==================== design 1
$ cat src/rtl/quad_decoder.sv
// quad_decoder: synchronizes, deglitches and decodes quadrature A/B pins.
// Optional per-channel stability filter: define QUAD_DECODER_FILTER_EN.
module quad_decoder #(
  parameter int FILTER_WIDTH  = 4,
  parameter int FILTER_CYCLES = 8,
  parameter int DECODE_MODE   = 4
) (
  input  logic       clk,
  input  logic       reset,
  input  logic       quad_enc_a,
  input  logic       quad_enc_b,
  output logic       enc_out,
  output logic       enc_dir,
  output logic       enc_err,
  output logic [1:0] enc_state
);

  typedef enum logic {
    INIT,
    RUN
  } state_t;

`ifdef QUAD_DECODER_FILTER_EN
  localparam int INIT_LEN = 2 + FILTER_CYCLES;
`else
  localparam int INIT_LEN = 2;
`endif
  localparam int IW = $clog2(INIT_LEN + 1);
  localparam logic [IW-1:0] INIT_LAST = IW'(INIT_LEN - 1);

  if (!(DECODE_MODE == 1 || DECODE_MODE == 2 || DECODE_MODE == 4) ||
      FILTER_CYCLES < 1 ||
      FILTER_CYCLES > (1 << FILTER_WIDTH) - 1) begin : g_bad_cfg
    $error("quad_decoder: illegal parameter set");
  end

  state_t        state;
  state_t        state_nx;
  logic [IW-1:0] init_cnt;
  logic          meta_a;
  logic          meta_b;
  logic          sync_a;
  logic          sync_b;
  logic [1:0]    meta;
  logic [1:0]    syn;
  logic [1:0]    filt;
  logic [1:0]    prev;
  logic [1:0]    diff;
  logic          fwd;
  logic          qual;
  logic          out_nx;
  logic          err_nx;
  logic          dir_nx;

  always_ff @(posedge clk or posedge reset) begin
    if (reset) begin
      meta_a <= 1'b0;
      meta_b <= 1'b0;
      sync_a <= 1'b0;
      sync_b <= 1'b0;
    end else begin
      meta_a <= quad_enc_a;
      meta_b <= quad_enc_b;
      sync_a <= meta_a;
      sync_b <= meta_b;
    end
  end

  assign meta = {meta_a, meta_b};
  assign syn  = {sync_a, sync_b};

`ifdef QUAD_DECODER_FILTER_EN
  localparam logic [FILTER_WIDTH-1:0] FC_LAST =
    FILTER_WIDTH'(FILTER_CYCLES - 1);

  logic [1:0]              filt_q;
  logic [FILTER_WIDTH-1:0] cnt [2];

  always_ff @(posedge clk or posedge reset) begin
    if (reset) begin
      filt_q <= 2'b00;
      cnt[0] <= '0;
      cnt[1] <= '0;
    end else if (state == INIT) begin
      filt_q <= meta;
      cnt[0] <= '0;
      cnt[1] <= '0;
    end else begin
      for (int i = 0; i < 2; i++) begin
        if (syn[i] == filt_q[i]) begin
          cnt[i] <= '0;
        end else if (cnt[i] == FC_LAST) begin
          filt_q[i] <= syn[i];
          cnt[i]    <= '0;
        end else begin
          cnt[i] <= cnt[i] + 1'b1;
        end
      end
    end
  end

  assign filt = (state == INIT) ? syn : filt_q;
`else
  assign filt = syn;
`endif

  assign enc_state = filt;

  // A-changed parity against prev's A^B tells forward from reverse
  assign diff = prev ^ filt;
  assign fwd  = diff[1] ^ prev[1] ^ prev[0];

  always_comb begin
    qual = 1'b1;
    if (DECODE_MODE == 2) begin
      qual = diff[1];
    end else if (DECODE_MODE == 1) begin
      qual = ~prev[1] & filt[1];
    end
  end

  always_comb begin
    state_nx = state;
    out_nx   = 1'b0;
    err_nx   = 1'b0;
    dir_nx   = enc_dir;
    unique case (state)
      INIT: begin
        if (init_cnt == INIT_LAST) begin
          state_nx = RUN;
        end
      end
      RUN: begin
        unique case (1'b1)
          (diff == 2'b11): err_nx = 1'b1;
          (diff == 2'b00): ;
          default: begin
            dir_nx = fwd;
            out_nx = qual;
          end
        endcase
      end
      default: state_nx = INIT;
    endcase
  end

  // INIT preloads prev with the value sync takes next, so RUN starts aligned
  always_ff @(posedge clk or posedge reset) begin
    if (reset) begin
      state    <= INIT;
      init_cnt <= '0;
      prev     <= 2'b00;
      enc_out  <= 1'b0;
      enc_err  <= 1'b0;
      enc_dir  <= 1'b0;
    end else begin
      state   <= state_nx;
      enc_out <= out_nx;
      enc_err <= err_nx;
      enc_dir <= dir_nx;
      if (state == INIT) begin
        init_cnt <= init_cnt + 1'b1;
        prev     <= meta;
      end else begin
        prev <= filt;
      end
    end
  end

endmodule

$ cat config.mk
export PLATFORM = sky130hd
export DESIGN_NAME = quad_decoder
export DESIGN_NICKNAME = d
export VERILOG_FILES = /design/src/rtl/quad_decoder.sv
export SDC_FILE = /design/constraint.sdc
export NUM_CORES = 1
export LEC_CHECK = 0
export ABC_AREA = 1
export CAP_MARGIN = 30
export CORE_MARGIN = 8
export CORE_UTILIZATION = 25
export CTS_CLUSTER_SIZE = 28
export DETAILED_ROUTE_END_ITERATION = 16
export GPL_TIMING_DRIVEN = 0
export MAX_ROUTING_LAYER = met4
export PLACE_DENSITY = 0.54
export SLEW_MARGIN = 0
export SYNTH_ARGS = -nofsm -noshare
export SYNTH_HDL_FRONTEND = slang
export SYNTH_SLANG_ARGS = --single-unit
$ cat constraint.sdc
create_clock -name clk -period 1.5 [get_ports clk]
set_input_delay 0.225 -clock clk [delete_from_list [all_inputs] [get_ports clk]]
set_output_delay 0.225 -clock clk [all_outputs]
set_load 0.1 [all_outputs]
==================== design 2
### config.mk
export PLATFORM = sky130hd
export DESIGN_NAME = pipe_reg_chain
export DESIGN_NICKNAME = d
export VERILOG_FILES = /design/src/rtl/pipe_pkg.sv /design/src/rtl/pipe_stage.sv /design/src/rtl/pipe_reg_chain.sv
export SDC_FILE = /design/constraint.sdc
export NUM_CORES = 1
export LEC_CHECK = 0
export ABC_AREA = 1
export CORE_MARGIN = 2
export CORE_UTILIZATION = 46
export DETAILED_ROUTE_END_ITERATION = 10
export PLACE_DENSITY = 0.69
export SETUP_SLACK_MARGIN = 0.15
export SYNTH_ARGS = -nofsm -noshare
export SYNTH_HDL_FRONTEND = slang
export SYNTH_SLANG_ARGS = --single-unit
export TNS_END_PERCENT = 30
### constraint.sdc
create_clock -name clk -period 2.1 [get_ports clk]
set_input_delay 0.42 -clock clk [delete_from_list [all_inputs] [get_ports clk]]
set_output_delay 0.42 -clock clk [all_outputs]
set_load 0.02 [all_outputs]
### src/rtl/pipe_pkg.sv
// Shared constants and helpers for the elastic register pipeline.
//   MAX_DEPTH : largest supported number of stages
//   clog2     : ceiling log2, usable in constant expressions
//   cnt_width : width of an occupancy counter covering 0..depth
package pipe_pkg;

   localparam int unsigned MAX_DEPTH = 64;

   function automatic int unsigned clog2(input int unsigned value);
      int unsigned r;
      r = 0;
      for (int i = 0; i < 32; i++) begin
         if ((64'(1) << i) < 64'(value)) r = i + 1;
      end
      return r;
   endfunction

   function automatic int unsigned cnt_width(input int unsigned depth);
      return clog2(depth + 1);
   endfunction

endpackage

### src/rtl/pipe_stage.sv
// One elastic pipeline stage: a valid bit plus a data register.
// Ports:
//   clk, rst        : clock and asynchronous active-low reset
//   load            : take d_valid (and d_data when d_valid=1) this edge
//   clr             : synchronous clear, wins over load
//   d_valid, d_data : incoming stage contents
//   q_valid, q_data : registered stage contents
module pipe_stage #(
   parameter int unsigned      WIDTH       = 8,
   parameter logic [WIDTH-1:0] RESET_VALUE = '0
) (
   input  logic             clk,
   input  logic             rst,
   input  logic             load,
   input  logic             clr,
   input  logic             d_valid,
   input  logic [WIDTH-1:0] d_data,
   output logic             q_valid,
   output logic [WIDTH-1:0] q_data
);

   always_ff @(posedge clk or negedge rst) begin
      if (!rst) begin
         q_valid <= 1'b0;
         q_data  <= RESET_VALUE;
      end else if (clr) begin
         q_valid <= 1'b0;
         q_data  <= RESET_VALUE;
      end else if (load) begin
         q_valid <= d_valid;
         // Bubbles leave the data untouched so out_data stays stable when empty.
         if (d_valid) q_data <= d_data;
      end
   end

endmodule

### src/rtl/pipe_reg_chain.sv
// Elastic register pipeline of DEPTH stages with valid/ready on both sides,
// bubble collapsing, synchronous flush and a registered occupancy count.
// Ports:
//   clk, rst                       : clock and asynchronous active-low reset
//   flush                          : synchronous clear of every stage
//   in_valid, in_ready, in_data    : upstream handshake
//   out_valid, out_ready, out_data : downstream handshake (last stage)
//   count                          : number of valid stages, 0..DEPTH
module pipe_reg_chain
   import pipe_pkg::*;
#(
   parameter int unsigned      WIDTH       = 8,
   parameter int unsigned      DEPTH       = 3,
   parameter logic [WIDTH-1:0] RESET_VALUE = '0,
   localparam int unsigned     CNT_W       = cnt_width(DEPTH)
) (
   input  logic             clk,
   input  logic             rst,
   input  logic             flush,
   input  logic             in_valid,
   output logic             in_ready,
   input  logic [WIDTH-1:0] in_data,
   output logic             out_valid,
   input  logic             out_ready,
   output logic [WIDTH-1:0] out_data,
   output logic [CNT_W-1:0] count
);

   if (DEPTH < 1 || DEPTH > MAX_DEPTH) begin : g_bad_depth
      $error("pipe_reg_chain: DEPTH must be within 1..64");
   end

   logic [DEPTH-1:0]            vld;
   logic [DEPTH-1:0][WIDTH-1:0] dat;
   logic [DEPTH-1:0]            adv;
   logic [DEPTH-1:0]            load;

   // A stage advances when it or any stage after it is empty, or the output
   // drains. This is the unrolled form of adv[i] = !vld[i] | adv[i+1].
   always_comb begin
      logic tail_full;
      tail_full = 1'b1;
      adv       = '0;
      for (int i = int'(DEPTH) - 1; i >= 0; i--) begin
         tail_full = tail_full & vld[i];
         adv[i]    = ~tail_full | out_ready;
      end
   end

   assign load      = flush ? '0 : adv;
   assign in_ready  = adv[0] & ~flush;
   assign out_valid = vld[DEPTH-1];
   assign out_data  = dat[DEPTH-1];

   for (genvar i = 0; i < DEPTH; i++) begin : g_stage
      logic             s_valid;
      logic [WIDTH-1:0] s_data;

      if (i == 0) begin : g_head
         assign s_valid = in_valid;
         assign s_data  = in_data;
      end else begin : g_body
         assign s_valid = vld[i-1];
         assign s_data  = dat[i-1];
      end

      pipe_stage #(
         .WIDTH       (WIDTH),
         .RESET_VALUE (RESET_VALUE)
      ) u_stage (
         .clk     (clk),
         .rst     (rst),
         .load    (load[i]),
         .clr     (flush),
         .d_valid (s_valid),
         .d_data  (s_data),
         .q_valid (vld[i]),
         .q_data  (dat[i])
      );
   end

   logic             in_fire;
   logic             out_fire;
   logic [CNT_W-1:0] count_q;
   logic [CNT_W-1:0] count_d;

   assign in_fire  = in_valid & in_ready;
   assign out_fire = out_valid & out_ready & ~flush;

   always_comb begin
      count_d = count_q;
      if (flush) begin
         count_d = '0;
      end else begin
         unique case ({in_fire, out_fire})
            2'b10:   count_d = count_q + CNT_W'(1);
            2'b01:   count_d = count_q - CNT_W'(1);
            default: count_d = count_q;
         endcase
      end
   end

   always_ff @(posedge clk or negedge rst) begin
      if (!rst) count_q <= '0;
      else      count_q <= count_d;
   end

   assign count = count_q;

endmodule

==================== design 3
<file path="config.mk">
export PLATFORM = sky130hd
export DESIGN_NAME = memory_stage_flat
export DESIGN_NICKNAME = d
export VERILOG_FILES = /design/src/rtl/memory_stage_if.sv /design/src/rtl/memory_stage.sv /design/src/flat_wrapper.sv
export SDC_FILE = /design/constraint.sdc
export NUM_CORES = 1
export LEC_CHECK = 0
export ABC_AREA = 1
export CORE_MARGIN = 3
export CORE_UTILIZATION = 45
export DETAILED_ROUTE_END_ITERATION = 6
export HOLD_SLACK_MARGIN = 0.08
export PLACE_DENSITY_LB_ADDON = 0.08
export SLEW_MARGIN = 25
export SYNTH_ARGS = -nofsm -noshare
export SYNTH_HDL_FRONTEND = slang
export SYNTH_SLANG_ARGS = --single-unit
</file>
<file path="constraint.sdc">
create_clock -name clk -period 5.7 [get_ports clk]
set_clock_uncertainty 0.15 [all_clocks]
set_input_delay 0.57 -clock clk [delete_from_list [all_inputs] [get_ports clk]]
set_output_delay 0.57 -clock clk [all_outputs]
set_load 0.1 [all_outputs]
</file>
<file path="src/rtl/memory_stage_if.sv">
// Execution-to-writeback memory stage bundle: upstream op, data-cache handshake, writeback outputs.
// The slave modport is the memory stage itself; the master modport is its environment.
interface memory_stage_if #(
    parameter int DATA_WIDTH     = 32,
    parameter int REG_ADDR_WIDTH = 5
);
    logic [DATA_WIDTH-1:0]     exu_result;
    logic [DATA_WIDTH-1:0]     mem_data;
    logic                      mem_valid;
    logic                      mem_write;
    logic                      mem_to_reg;
    logic                      cache_flush;
    logic [REG_ADDR_WIDTH-1:0] write_addr;
    logic                      write_en;
    logic                      halt;
    logic                      stall;

    logic                      cache_req;
    logic [DATA_WIDTH-1:0]     cache_addr;
    logic [DATA_WIDTH-1:0]     cache_wdata;
    logic                      cache_we;
    logic                      cache_flush_req;
    logic                      cache_ack;
    logic [DATA_WIDTH-1:0]     cache_rdata;
    logic                      cache_flush_done;

    logic [DATA_WIDTH-1:0]     wb_data;
    logic [REG_ADDR_WIDTH-1:0] wb_addr;
    logic                      wb_en;
    logic                      wb_halt;
    logic                      mem_error;

    modport slave (
        input  exu_result, mem_data, mem_valid, mem_write, mem_to_reg, cache_flush,
               write_addr, write_en, halt, cache_ack, cache_rdata, cache_flush_done,
        output stall, cache_req, cache_addr, cache_wdata, cache_we, cache_flush_req,
               wb_data, wb_addr, wb_en, wb_halt, mem_error
    );

    modport master (
        output exu_result, mem_data, mem_valid, mem_write, mem_to_reg, cache_flush,
               write_addr, write_en, halt, cache_ack, cache_rdata, cache_flush_done,
        input  stall, cache_req, cache_addr, cache_wdata, cache_we, cache_flush_req,
               wb_data, wb_addr, wb_en, wb_halt, mem_error
    );
endinterface

</file>
<file path="src/rtl/memory_stage.sv">
// Memory pipeline stage: runs the data-cache load/store/flush handshake, stalls upstream until
// each op completes (min one wait cycle), registers the writeback bundle, aborts on timeout.
module memory_stage #(
    parameter int DATA_WIDTH     = 32,
    parameter int REG_ADDR_WIDTH = 5,
    parameter int TIMEOUT_CYCLES = 255
) (
    input  logic          clk,
    input  logic          rst,
    memory_stage_if.slave bus
);
    localparam int CW = $clog2(TIMEOUT_CYCLES + 1);
    // Last waiting cycle index; an ack or done arriving on it still completes the op.
    localparam logic [CW-1:0] CNT_LAST = CW'(TIMEOUT_CYCLES - 1);

    typedef enum logic [1:0] {IDLE = 2'd0, ACCESS = 2'd1, FLUSH = 2'd2} state_t;

    state_t                    state_q, state_d;
    logic [CW-1:0]             wait_cnt;
    logic                      timeout;
    logic [DATA_WIDTH-1:0]     lat_result;
    logic                      lat_to_reg;
    logic [REG_ADDR_WIDTH-1:0] lat_waddr;
    logic                      lat_wen;
    logic                      lat_halt;

    always_ff @(posedge clk or posedge rst) begin
        if (rst) state_q <= IDLE;
        else     state_q <= state_d;
    end

    always_comb begin
        state_d   = state_q;
        bus.stall = 1'b0;
        timeout   = (wait_cnt == CNT_LAST);
        case (state_q)
            IDLE: begin
                bus.stall = bus.mem_valid | bus.cache_flush;
                if (bus.cache_flush)    state_d = FLUSH;
                else if (bus.mem_valid) state_d = ACCESS;
            end
            ACCESS: begin
                bus.stall = !bus.cache_ack;
                if (bus.cache_ack || timeout) state_d = IDLE;
            end
            FLUSH: begin
                bus.stall = !bus.cache_flush_done;
                if (bus.cache_flush_done || timeout) state_d = IDLE;
            end
            default: state_d = IDLE;
        endcase
    end

    always_ff @(posedge clk or posedge rst) begin
        if (rst) begin
            wait_cnt            <= '0;
            lat_result          <= '0;
            lat_to_reg          <= 1'b0;
            lat_waddr           <= '0;
            lat_wen             <= 1'b0;
            lat_halt            <= 1'b0;
            bus.cache_req       <= 1'b0;
            bus.cache_addr      <= '0;
            bus.cache_wdata     <= '0;
            bus.cache_we        <= 1'b0;
            bus.cache_flush_req <= 1'b0;
            bus.wb_data         <= '0;
            bus.wb_addr         <= '0;
            bus.wb_en           <= 1'b0;
            bus.wb_halt         <= 1'b0;
            bus.mem_error       <= 1'b0;
        end else begin
            // Bubble unless a branch below completes or passes an op through.
            bus.wb_en   <= 1'b0;
            bus.wb_halt <= 1'b0;
            case (state_q)
                IDLE: begin
                    if (bus.cache_flush || bus.mem_valid) begin
                        wait_cnt   <= '0;
                        lat_result <= bus.exu_result;
                        lat_to_reg <= bus.mem_to_reg & !bus.cache_flush;
                        lat_waddr  <= bus.write_addr;
                        lat_wen    <= bus.write_en;
                        lat_halt   <= bus.halt;
                    end
                    if (bus.cache_flush) begin
                        bus.cache_flush_req <= 1'b1;
                    end else if (bus.mem_valid) begin
                        bus.cache_req   <= 1'b1;
                        bus.cache_addr  <= bus.exu_result;
                        bus.cache_wdata <= bus.mem_data;
                        bus.cache_we    <= bus.mem_write;
                    end else begin
                        bus.wb_data <= bus.exu_result;
                        bus.wb_addr <= bus.write_addr;
                        bus.wb_en   <= bus.write_en;
                        bus.wb_halt <= bus.halt;
                    end
                end
                ACCESS: begin
                    if (bus.cache_ack) begin
                        bus.cache_req <= 1'b0;
                        bus.cache_we  <= 1'b0;
                        bus.wb_data   <= lat_to_reg ? bus.cache_rdata : lat_result;
                        bus.wb_addr   <= lat_waddr;
                        bus.wb_en     <= lat_wen;
                        bus.wb_halt   <= lat_halt;
                    end else if (timeout) begin
                        bus.cache_req <= 1'b0;
                        bus.cache_we  <= 1'b0;
                        bus.mem_error <= 1'b1;
                    end else begin
                        wait_cnt <= wait_cnt + 1'b1;
                    end
                end
                FLUSH: begin
                    if (bus.cache_flush_done) begin
                        bus.cache_flush_req <= 1'b0;
                        bus.wb_data         <= lat_result;
                        bus.wb_addr         <= lat_waddr;
                        bus.wb_en           <= lat_wen;
                        bus.wb_halt         <= lat_halt;
                    end else if (timeout) begin
                        bus.cache_flush_req <= 1'b0;
                        bus.mem_error       <= 1'b1;
                    end else begin
                        wait_cnt <= wait_cnt + 1'b1;
                    end
                end
                default: ;
            endcase
        end
    end
endmodule

</file>
<file path="src/flat_wrapper.sv">
// flat-port wrapper written by rule: the top's interface ports become plain ports
module memory_stage_flat 
#(
    parameter int DATA_WIDTH     = 32,
    parameter int REG_ADDR_WIDTH = 5,
    parameter int TIMEOUT_CYCLES = 255
)
  (clk, rst, bus_exu_result, bus_mem_data, bus_mem_valid, bus_mem_write, bus_mem_to_reg, bus_cache_flush, bus_write_addr, bus_write_en, bus_halt, bus_cache_ack, bus_cache_rdata, bus_cache_flush_done, bus_stall, bus_cache_req, bus_cache_addr, bus_cache_wdata, bus_cache_we, bus_cache_flush_req, bus_wb_data, bus_wb_addr, bus_wb_en, bus_wb_halt, bus_mem_error);
  memory_stage_if #(.DATA_WIDTH(DATA_WIDTH), .REG_ADDR_WIDTH(REG_ADDR_WIDTH)) bus_i ();
  input  logic clk;
  input  logic rst;
  input wire logic [$bits(bus_i.exu_result)-1:0] bus_exu_result;
  input wire logic [$bits(bus_i.mem_data)-1:0] bus_mem_data;
  input wire logic [$bits(bus_i.mem_valid)-1:0] bus_mem_valid;
  input wire logic [$bits(bus_i.mem_write)-1:0] bus_mem_write;
  input wire logic [$bits(bus_i.mem_to_reg)-1:0] bus_mem_to_reg;
  input wire logic [$bits(bus_i.cache_flush)-1:0] bus_cache_flush;
  input wire logic [$bits(bus_i.write_addr)-1:0] bus_write_addr;
  input wire logic [$bits(bus_i.write_en)-1:0] bus_write_en;
  input wire logic [$bits(bus_i.halt)-1:0] bus_halt;
  input wire logic [$bits(bus_i.cache_ack)-1:0] bus_cache_ack;
  input wire logic [$bits(bus_i.cache_rdata)-1:0] bus_cache_rdata;
  input wire logic [$bits(bus_i.cache_flush_done)-1:0] bus_cache_flush_done;
  output wire logic [$bits(bus_i.stall)-1:0] bus_stall;
  output wire logic [$bits(bus_i.cache_req)-1:0] bus_cache_req;
  output wire logic [$bits(bus_i.cache_addr)-1:0] bus_cache_addr;
  output wire logic [$bits(bus_i.cache_wdata)-1:0] bus_cache_wdata;
  output wire logic [$bits(bus_i.cache_we)-1:0] bus_cache_we;
  output wire logic [$bits(bus_i.cache_flush_req)-1:0] bus_cache_flush_req;
  output wire logic [$bits(bus_i.wb_data)-1:0] bus_wb_data;
  output wire logic [$bits(bus_i.wb_addr)-1:0] bus_wb_addr;
  output wire logic [$bits(bus_i.wb_en)-1:0] bus_wb_en;
  output wire logic [$bits(bus_i.wb_halt)-1:0] bus_wb_halt;
  output wire logic [$bits(bus_i.mem_error)-1:0] bus_mem_error;
  assign bus_i.exu_result = bus_exu_result;
  assign bus_i.mem_data = bus_mem_data;
  assign bus_i.mem_valid = bus_mem_valid;
  assign bus_i.mem_write = bus_mem_write;
  assign bus_i.mem_to_reg = bus_mem_to_reg;
  assign bus_i.cache_flush = bus_cache_flush;
  assign bus_i.write_addr = bus_write_addr;
  assign bus_i.write_en = bus_write_en;
  assign bus_i.halt = bus_halt;
  assign bus_i.cache_ack = bus_cache_ack;
  assign bus_i.cache_rdata = bus_cache_rdata;
  assign bus_i.cache_flush_done = bus_cache_flush_done;
  assign bus_stall = bus_i.stall;
  assign bus_cache_req = bus_i.cache_req;
  assign bus_cache_addr = bus_i.cache_addr;
  assign bus_cache_wdata = bus_i.cache_wdata;
  assign bus_cache_we = bus_i.cache_we;
  assign bus_cache_flush_req = bus_i.cache_flush_req;
  assign bus_wb_data = bus_i.wb_data;
  assign bus_wb_addr = bus_i.wb_addr;
  assign bus_wb_en = bus_i.wb_en;
  assign bus_wb_halt = bus_i.wb_halt;
  assign bus_mem_error = bus_i.mem_error;
  memory_stage #(.DATA_WIDTH(DATA_WIDTH), .REG_ADDR_WIDTH(REG_ADDR_WIDTH), .TIMEOUT_CYCLES(TIMEOUT_CYCLES)) u_core (.clk(clk), .rst(rst), .bus(bus_i));
endmodule
</file>
==================== design 4
File: src/rtl/analyzer_cfg_spi_master.sv
// Mode-0 SPI master that sends queued {cmd, data} register writes as 40-bit frames.
// CS_N falls two cycles after a push into an empty queue; req_ready drops while the queue is full.

module analyzer_cfg_req_fifo #(
  parameter int WIDTH = 40,
  parameter int DEPTH = 2
) (
  input  logic             SCLK,
  input  logic             RST,
  input  logic             in_vld,
  output logic             in_rdy,
  input  logic [WIDTH-1:0] in_dat,
  output logic             out_vld,
  input  logic             out_rdy,
  output logic [WIDTH-1:0] out_dat
);
  localparam int AW = $clog2(DEPTH);

  logic [WIDTH-1:0] mem [DEPTH];
  logic [AW:0]      wr_ptr;
  logic [AW:0]      rd_ptr;
  logic             full;
  logic             empty;

  // Extra pointer bit tells a full queue apart from an empty one.
  assign empty   = (wr_ptr == rd_ptr);
  assign full    = (wr_ptr[AW] != rd_ptr[AW]) && (wr_ptr[AW-1:0] == rd_ptr[AW-1:0]);
  assign in_rdy  = !full;
  assign out_vld = !empty;
  assign out_dat = mem[rd_ptr[AW-1:0]];

  always_ff @(posedge SCLK) begin
    if (in_vld && !full) begin
      mem[wr_ptr[AW-1:0]] <= in_dat;
    end
  end

  always_ff @(posedge SCLK) begin
    if (RST) begin
      wr_ptr <= '0;
      rd_ptr <= '0;
    end else begin
      if (in_vld && !full) begin
        wr_ptr <= wr_ptr + 1'b1;
      end
      if (out_rdy && !empty) begin
        rd_ptr <= rd_ptr + 1'b1;
      end
    end
  end
endmodule

module analyzer_cfg_spi_master #(
  parameter int CLK_DIV    = 4,
  parameter int GAP_CYCLES = 2,
  parameter int FIFO_DEPTH = 2
) (
  input  logic        SCLK,
  input  logic        RST,
  input  logic        req_valid,
  output logic        req_ready,
  input  logic        req_sel,
  input  logic [31:0] req_data,
  output logic        SCK,
  output logic        MOSI,
  output logic        CS_N,
  input  logic        MISO,
  output logic        busy,
  output logic        done,
  output logic        match_flag
);
  localparam int DW = (CLK_DIV > 1) ? $clog2(CLK_DIV) : 1;
  localparam int GW = (GAP_CYCLES > 1) ? $clog2(GAP_CYCLES) : 1;
  localparam logic [DW-1:0] DIV_LAST = DW'(CLK_DIV - 1);
  localparam logic [GW-1:0] GAP_LAST = GW'(GAP_CYCLES - 1);

  typedef enum logic [1:0] {IDLE, SHIFT, TRAIL, GAP} state_t;

  state_t        state;
  logic [38:0]   shreg;
  logic [5:0]    bit_cnt;
  logic [DW-1:0] div_cnt;
  logic [GW-1:0] gap_cnt;
  logic          shadow;
  logic          fifo_vld;
  logic          fifo_pop;
  logic [39:0]   fifo_dat;

  assign fifo_pop = (state == IDLE) && fifo_vld;

  analyzer_cfg_req_fifo #(.WIDTH(40), .DEPTH(FIFO_DEPTH)) u_req_fifo (
    .SCLK    (SCLK),
    .RST     (RST),
    .in_vld  (req_valid),
    .in_rdy  (req_ready),
    .in_dat  ({(req_sel ? 8'h02 : 8'h01), req_data}),
    .out_vld (fifo_vld),
    .out_rdy (fifo_pop),
    .out_dat (fifo_dat)
  );

  always_ff @(posedge SCLK) begin
    if (RST) begin
      state      <= IDLE;
      shreg      <= '0;
      bit_cnt    <= '0;
      div_cnt    <= '0;
      gap_cnt    <= '0;
      shadow     <= 1'b0;
      SCK        <= 1'b0;
      MOSI       <= 1'b0;
      CS_N       <= 1'b1;
      busy       <= 1'b0;
      done       <= 1'b0;
      match_flag <= 1'b0;
    end else begin
      done <= 1'b0;
      case (state)
        IDLE: begin
          if (fifo_vld) begin
            shreg   <= fifo_dat[38:0];
            MOSI    <= fifo_dat[39];
            CS_N    <= 1'b0;
            SCK     <= 1'b0;
            bit_cnt <= 6'd39;
            div_cnt <= '0;
            busy    <= 1'b1;
            state   <= SHIFT;
          end
        end
        SHIFT: begin
          // First high cycle of the last bit is where the analyzer's flag is valid.
          if (SCK && (div_cnt == '0) && (bit_cnt == 6'd0)) begin
            shadow <= MISO;
          end
          if (div_cnt == DIV_LAST) begin
            div_cnt <= '0;
            if (!SCK) begin
              SCK <= 1'b1;
            end else begin
              SCK <= 1'b0;
              if (bit_cnt == 6'd0) begin
                state <= TRAIL;
              end else begin
                bit_cnt <= bit_cnt - 6'd1;
                MOSI    <= shreg[38];
                shreg   <= {shreg[37:0], 1'b0};
              end
            end
          end else begin
            div_cnt <= div_cnt + 1'b1;
          end
        end
        TRAIL: begin
          if (div_cnt == DIV_LAST) begin
            div_cnt    <= '0;
            CS_N       <= 1'b1;
            done       <= 1'b1;
            match_flag <= shadow;
            MOSI       <= 1'b0;
            gap_cnt    <= '0;
            state      <= GAP;
          end else begin
            div_cnt <= div_cnt + 1'b1;
          end
        end
        GAP: begin
          if (gap_cnt == GAP_LAST) begin
            busy  <= 1'b0;
            state <= IDLE;
          end else begin
            gap_cnt <= gap_cnt + 1'b1;
          end
        end
        default: state <= IDLE;
      endcase
    end
  end
endmodule
File: config.mk
export PLATFORM = sky130hd
export DESIGN_NAME = analyzer_cfg_spi_master
export DESIGN_NICKNAME = d
export VERILOG_FILES = /design/src/rtl/analyzer_cfg_spi_master.sv
export SDC_FILE = /design/constraint.sdc
export NUM_CORES = 1
export LEC_CHECK = 0
export ABC_AREA = 1
export CAP_MARGIN = 20
export CELL_PAD_IN_SITES_DETAIL_PLACEMENT = 1
export CELL_PAD_IN_SITES_GLOBAL_PLACEMENT = 1
export CORE_MARGIN = 1.5
export CORE_UTILIZATION = 44
export CTS_CLUSTER_DIAMETER = 50
export DETAILED_ROUTE_END_ITERATION = 12
export PLACE_DENSITY = 0.77
export SKIP_CTS_REPAIR_TIMING = 1
export SYNTH_ARGS = -nofsm -noshare
export SYNTH_HDL_FRONTEND = slang
export SYNTH_SLANG_ARGS = --single-unit
File: constraint.sdc
create_clock -name SCLK -period 3.5 [get_ports SCLK]
set_clock_uncertainty 0.1 [all_clocks]
set_input_delay 0.7 -clock SCLK [delete_from_list [all_inputs] [get_ports SCLK]]
set_output_delay 0.7 -clock SCLK [all_outputs]
set_load 0.005 [all_outputs]
**Design 4: clock wiring as the flow saved it**

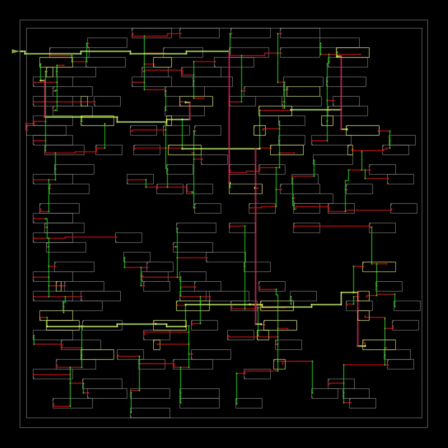
clk latency of the worst-skew pair: 0.42 ns
clkbuf count: 22

**Design 4: placement density heat map**

(3 px per um) The die is cut into 11 by 11 equal tiles; black is low, pale yellow is high, 0 to 100% covered.
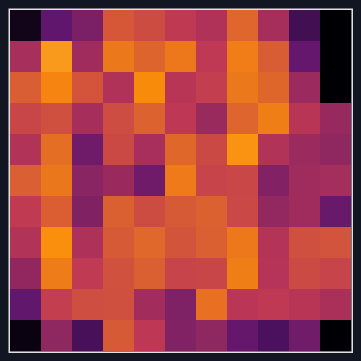
tiles over 75% full: 2.5%
emptiest ninth of the die: north-east
fullest tile: 78%
post-layout util: 54.37%
fp_density: 44.98%
Core Box Area: 12010 sq um

==> Slide: Implementation Results, design 4 <==
Key Metrics from the Run

Critical path
  – CP Launch Point: u_req_fifo.wr_ptr[1]

Synthesis
  – Commonest cells in the netlist: nand2_1, nor2_1, edfxtp_1
  – Number of enable flip-flop cells: 68
  – Xor/xnor share: 0.3242%
  – Mapped Area: 5403 sq um

Timing
  – Final worst path period share: between 70% and 80%
  – Final setup viols: 0

Route
  – Vias post-DR: 4087
  – DRC: 0
  – Highest Signal Layer: met4

CTS
  – TritonCTS clock tree: yes

Layout
  – Logic area: roughly 1900 sq um

GRT
  – Total GRT Usage: 19.71%

Placement
  – DP Worst Slack: 0.7510 ns

Run status
  – Status: finished, final reports clean
**Design 1: clock wiring as the flow saved it**

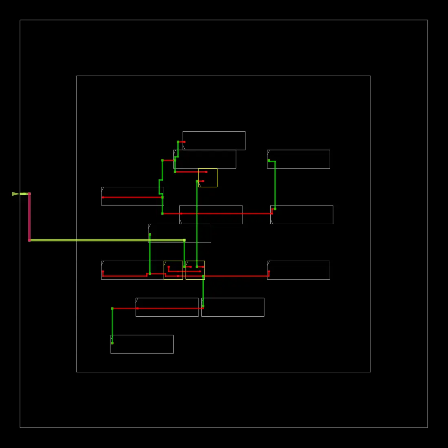
TritonCTS Sinks: 12
clk latency of the worst-skew pair: 0.26 ns

==> Slide: Implementation Results, design 1 <==
Key Metrics from the Run

Synthesis
  – Number of enable flip-flop cells: 0
  – Async set-reset flop share out of synthesis: 100.0%
  – Yosys reg bits: 12
  – Synth Seq Share: between 60 and 70%
  – Post-Syn Nets: 48
  – Post-synthesis simple-gate area fraction: 14.03%

Layout
  – Buffers excl. clock: 11
  – Most common logic cells in the final layout: dfrtp_1, nand2_1, inv_1
  – Non-Filler Instances: 80
  – Buffering overhead: 16.70%
  – Final Instance Area: 614.3 sq um
  – Layout cells sized above 1: 28.30%

Die
  – Placement Rows: 16
  – Die Span X: ~60 um

Route
  – Met2 wire len: 279 um
  – DRT antenna net count: 0
  – Iteration tally of the first detailed-router pass: 4
  – Vias per std cell: 3.425

Critical path
  – Crit-path cells: clkdlybuf4s15_2
  – Crit-path slowest cell: clkdlybuf4s15_2
  – Worst Path Required: approximately 1.3 ns
  – Kind of critical path: flip-flop to primary output
  – Crit path to: enc_dir

GRT
  – Initial antenna violation count: 0
  – Most used routing layer: met2
  – M1 GR Usage: 4.224%
  – Total GRT Usage: 4.472%

CTS
  – Postcts setup bufs: 0
  – Root buffer cell: clkbuf_4
  – Cts bufs inserted: 3

Run status
  – Status: finished, final reports clean

Timing
  – Worst Skew: 0.001121 ns
  – FMAX: 0.7212 GHz

Min path
  – Hold Path Class: input pin to asynchronous set/reset pin
**Design 3: placement density heat map**

(3 px per um) The die is cut into 13 by 13 equal tiles; black is low, pale yellow is high, 0 to 100% covered.
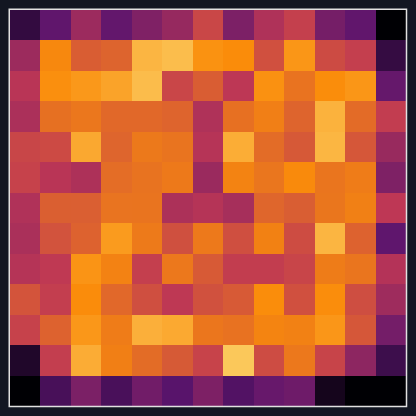
emptiest ninth of the die: south-east
nearly empty tiles: 2.4%
fullest tile: 88%
tiles over 75% full: 16%
mean over tiles: 56%
fp_density: 46.40%
Core Box Area: 15370 sq um
post-layout util: 65.25%

==> Slide: Implementation Results, design 3 <==
Key Metrics from the Run

Run status
  – Status: finished, final reports clean

GRT
  – Initial antenna violation count: 0
  – Met2 Use GR: 36.06%
  – M1 GR Usage: 30.59%

Synthesis
  – Yosys reg bits: 157
  – Xor/xnor share: 0.3684%
  – Yosys warns: 0
  – Post-Syn Nets: 999
  – Yosys cell count: 880
  – Post-synthesis compound-gate area fraction: a little over an eighth
  – Post-synthesis simple-gate area fraction: ~23%

Layout
  – Logic share of the area: a little over a quarter
  – Final net count: 1194
  – Clkbuf count: 19

Die
  – Chip area: 17400 sq um

Min path
  – Hold Path Class: flip-flop to flip-flop

Route
  – Highest Signal Layer: met4
  – WL met3: 1060 um
  – Iteration tally of the first detailed-router pass: 5
  – Routed WL per cell: 15.03 um
  – Vias per std cell: about 5

Critical path
  – Crit-path slowest cell: clkdlybuf4s50_1
  – Reg-to-Reg End: u_core.bus.cache_req
  – Reg2reg setup slack: 2.62 ns
  – Worst Setup Start Kind: flip-flop

CTS
  – Postcts setup bufs: 0
  – Clk latency of the worst-skew pair: 0.42 ns

Timing
  – Final Hold Slack: 0.3201 ns
  – Final worst path period share: 61.73%
  – RSZ-0062 raised after global routing: false

Placement
  – DP Worst Slack: 2.355 ns
  – DP Cell Count: 1267
**Design 2: signal wires on met2**

(6 px per um)
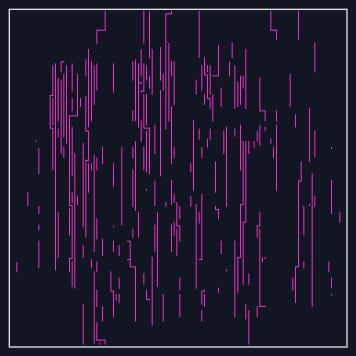
wire length on this layer: 1080 um
main direction: vertical
nets with wire on the layer: 135
longest straight run: 34.3 um
met2 Use GR: 24.71%
wirelength, routed: 2328 um
vias post-DR: 962

==> Slide: Implementation Results, design 2 <==
Key Metrics from the Run

CTS
  – TritonCTS Sinks: 29
  – Cts bufs inserted: 5
  – Clock Pin Slew Worst Setup and Hold Paths: 0.08 ns
  – # hold bufs at CTS: 0

Synthesis
  – Async set-reset flop share out of synthesis: 100.0%
  – Chip Area, Yosys: approximately 1200 sq um
  – Number of enable flip-flop cells: 0
  – Mapped Area: 1246 sq um

Critical path
  – R2r worst-path depth: 6
  – FF-to-FF Start: g_stage[2].u_stage.q_valid
  – Worst Path Required: between 1.5 and 2 ns
  – Reg-to-Reg End: g_stage[0].u_stage.q_data[6]
  – Worst Setup Start Kind: input pin
  – Delay-heaviest family, CP: buffers and inverters

Layout
  – Largest cell class: sequential cells
  – Most common logic cells in the final layout: dfrtp_1, clkdlybuf4s50_1, inv_1
  – Commonest Layout Cell: dfrtp_1
  – Logic area: 406.6 sq um
  – Biggest register: g_stage.u_stage.q_data
  – FILL cells: around 230
  – Logic share of the area: between 20% and 30%

Die
  – Fp_density: 49.40%
  – Ports: 25
  – Placement Rows: 18
  – Die Y: 56.05 um

Min path
  – Hold Path Class: input pin to asynchronous set/reset pin

Timing
  – Max Transition Viols Final: 0
  – Worst Skew: 0.007640 ns
  – FMAX: ~0.53 GHz

Route
  – DR iter-0 viols: 3
  – WL met3: 115 um
  – Highest Signal Layer: met4
  – Met2 wire len: 1080 um

Run status
  – Status: finished, final reports clean

GRT
  – GRT overflow: 0
  – First-pass GRT wire length: 4029 um

Flow run
  – Log Warnings: 26

Placement
  – DP Worst Slack: -0.06667 ns

==> screenshots <==
Floorplan with the power grid.
panel A
(3 px per um) Pins as bars on the die edge.
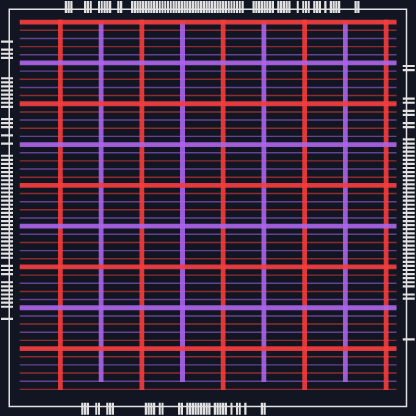
panel B
(6 px per um) Pins as bars on the die edge.
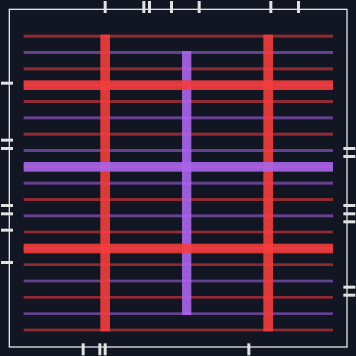
panel C
(6 px per um) Pins as bars on the die edge.
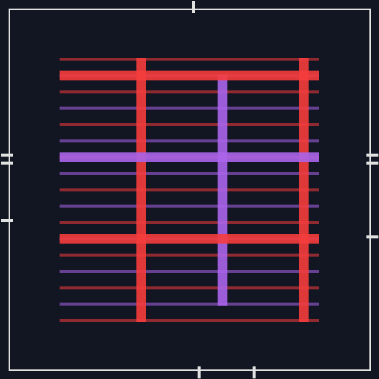
panel D
(3 px per um) Pins as bars on the die edge.
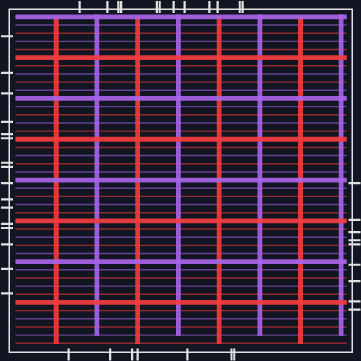
| picture | from |
|---|---|
| panel D | design 4 |
| panel C | design 1 |
| panel A | design 3 |
| panel B | design 2 |

Key to panel A:
| net | colour |
|---|---|
| VDD | purple |
| VSS | red |
met4 straps: 9
signal pins: 219
rows: 45



==> gallery <==
Signal wires on met2.
(a)
(3 px per um)
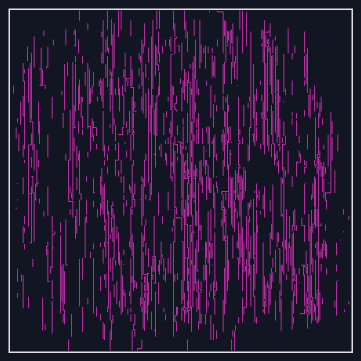
(b)
(6 px per um)
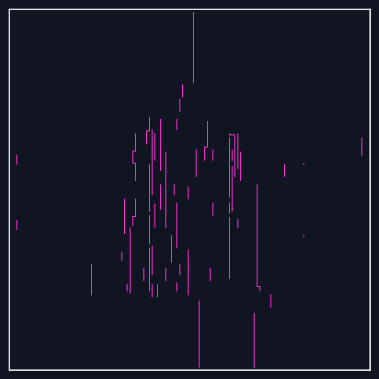
(c)
(3 px per um)
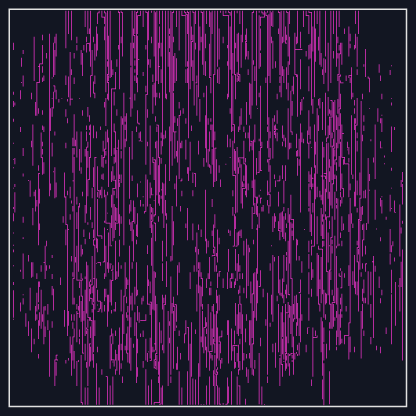
| picture | from |
|---|---|
| (a) | design 4 |
| (c) | design 3 |
| (b) | design 1 |
The one with the smallest die is (b).
The one with the largest die is (c).

Key to (b):
nets with wire on the layer: 45
share of all routed wire: 42%
main direction: vertical
wire length on this layer: 280 um
longest straight run: 17.0 um


## Gallery

Register map, names as in the netlist.
Plate I
(3 px per um) Other sequential cells in the stronger grey, the rest of the logic in the fainter grey.
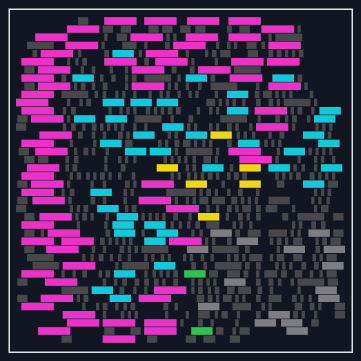
Plate II
(6 px per um) Other cells in grey.
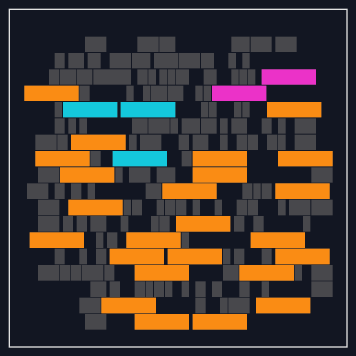
Plate III
(3 px per um) Other sequential cells in the stronger grey, the rest of the logic in the fainter grey.
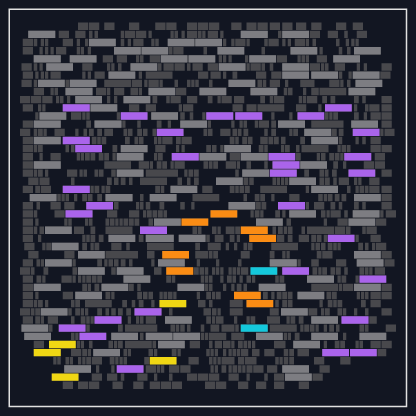
The one with the largest die is Plate III.
The one with the fewest cells is Plate II.
Plate I: design 4
Plate II: design 2
Plate III: design 3

Key to Plate II:
| name in the netlist | colour | flops |
|---|---|---|
| g_stage.u_stage.q_data | orange | 24 |
| count | magenta | 2 |
| g_stage.u_stage.q_valid | cyan | 3 |

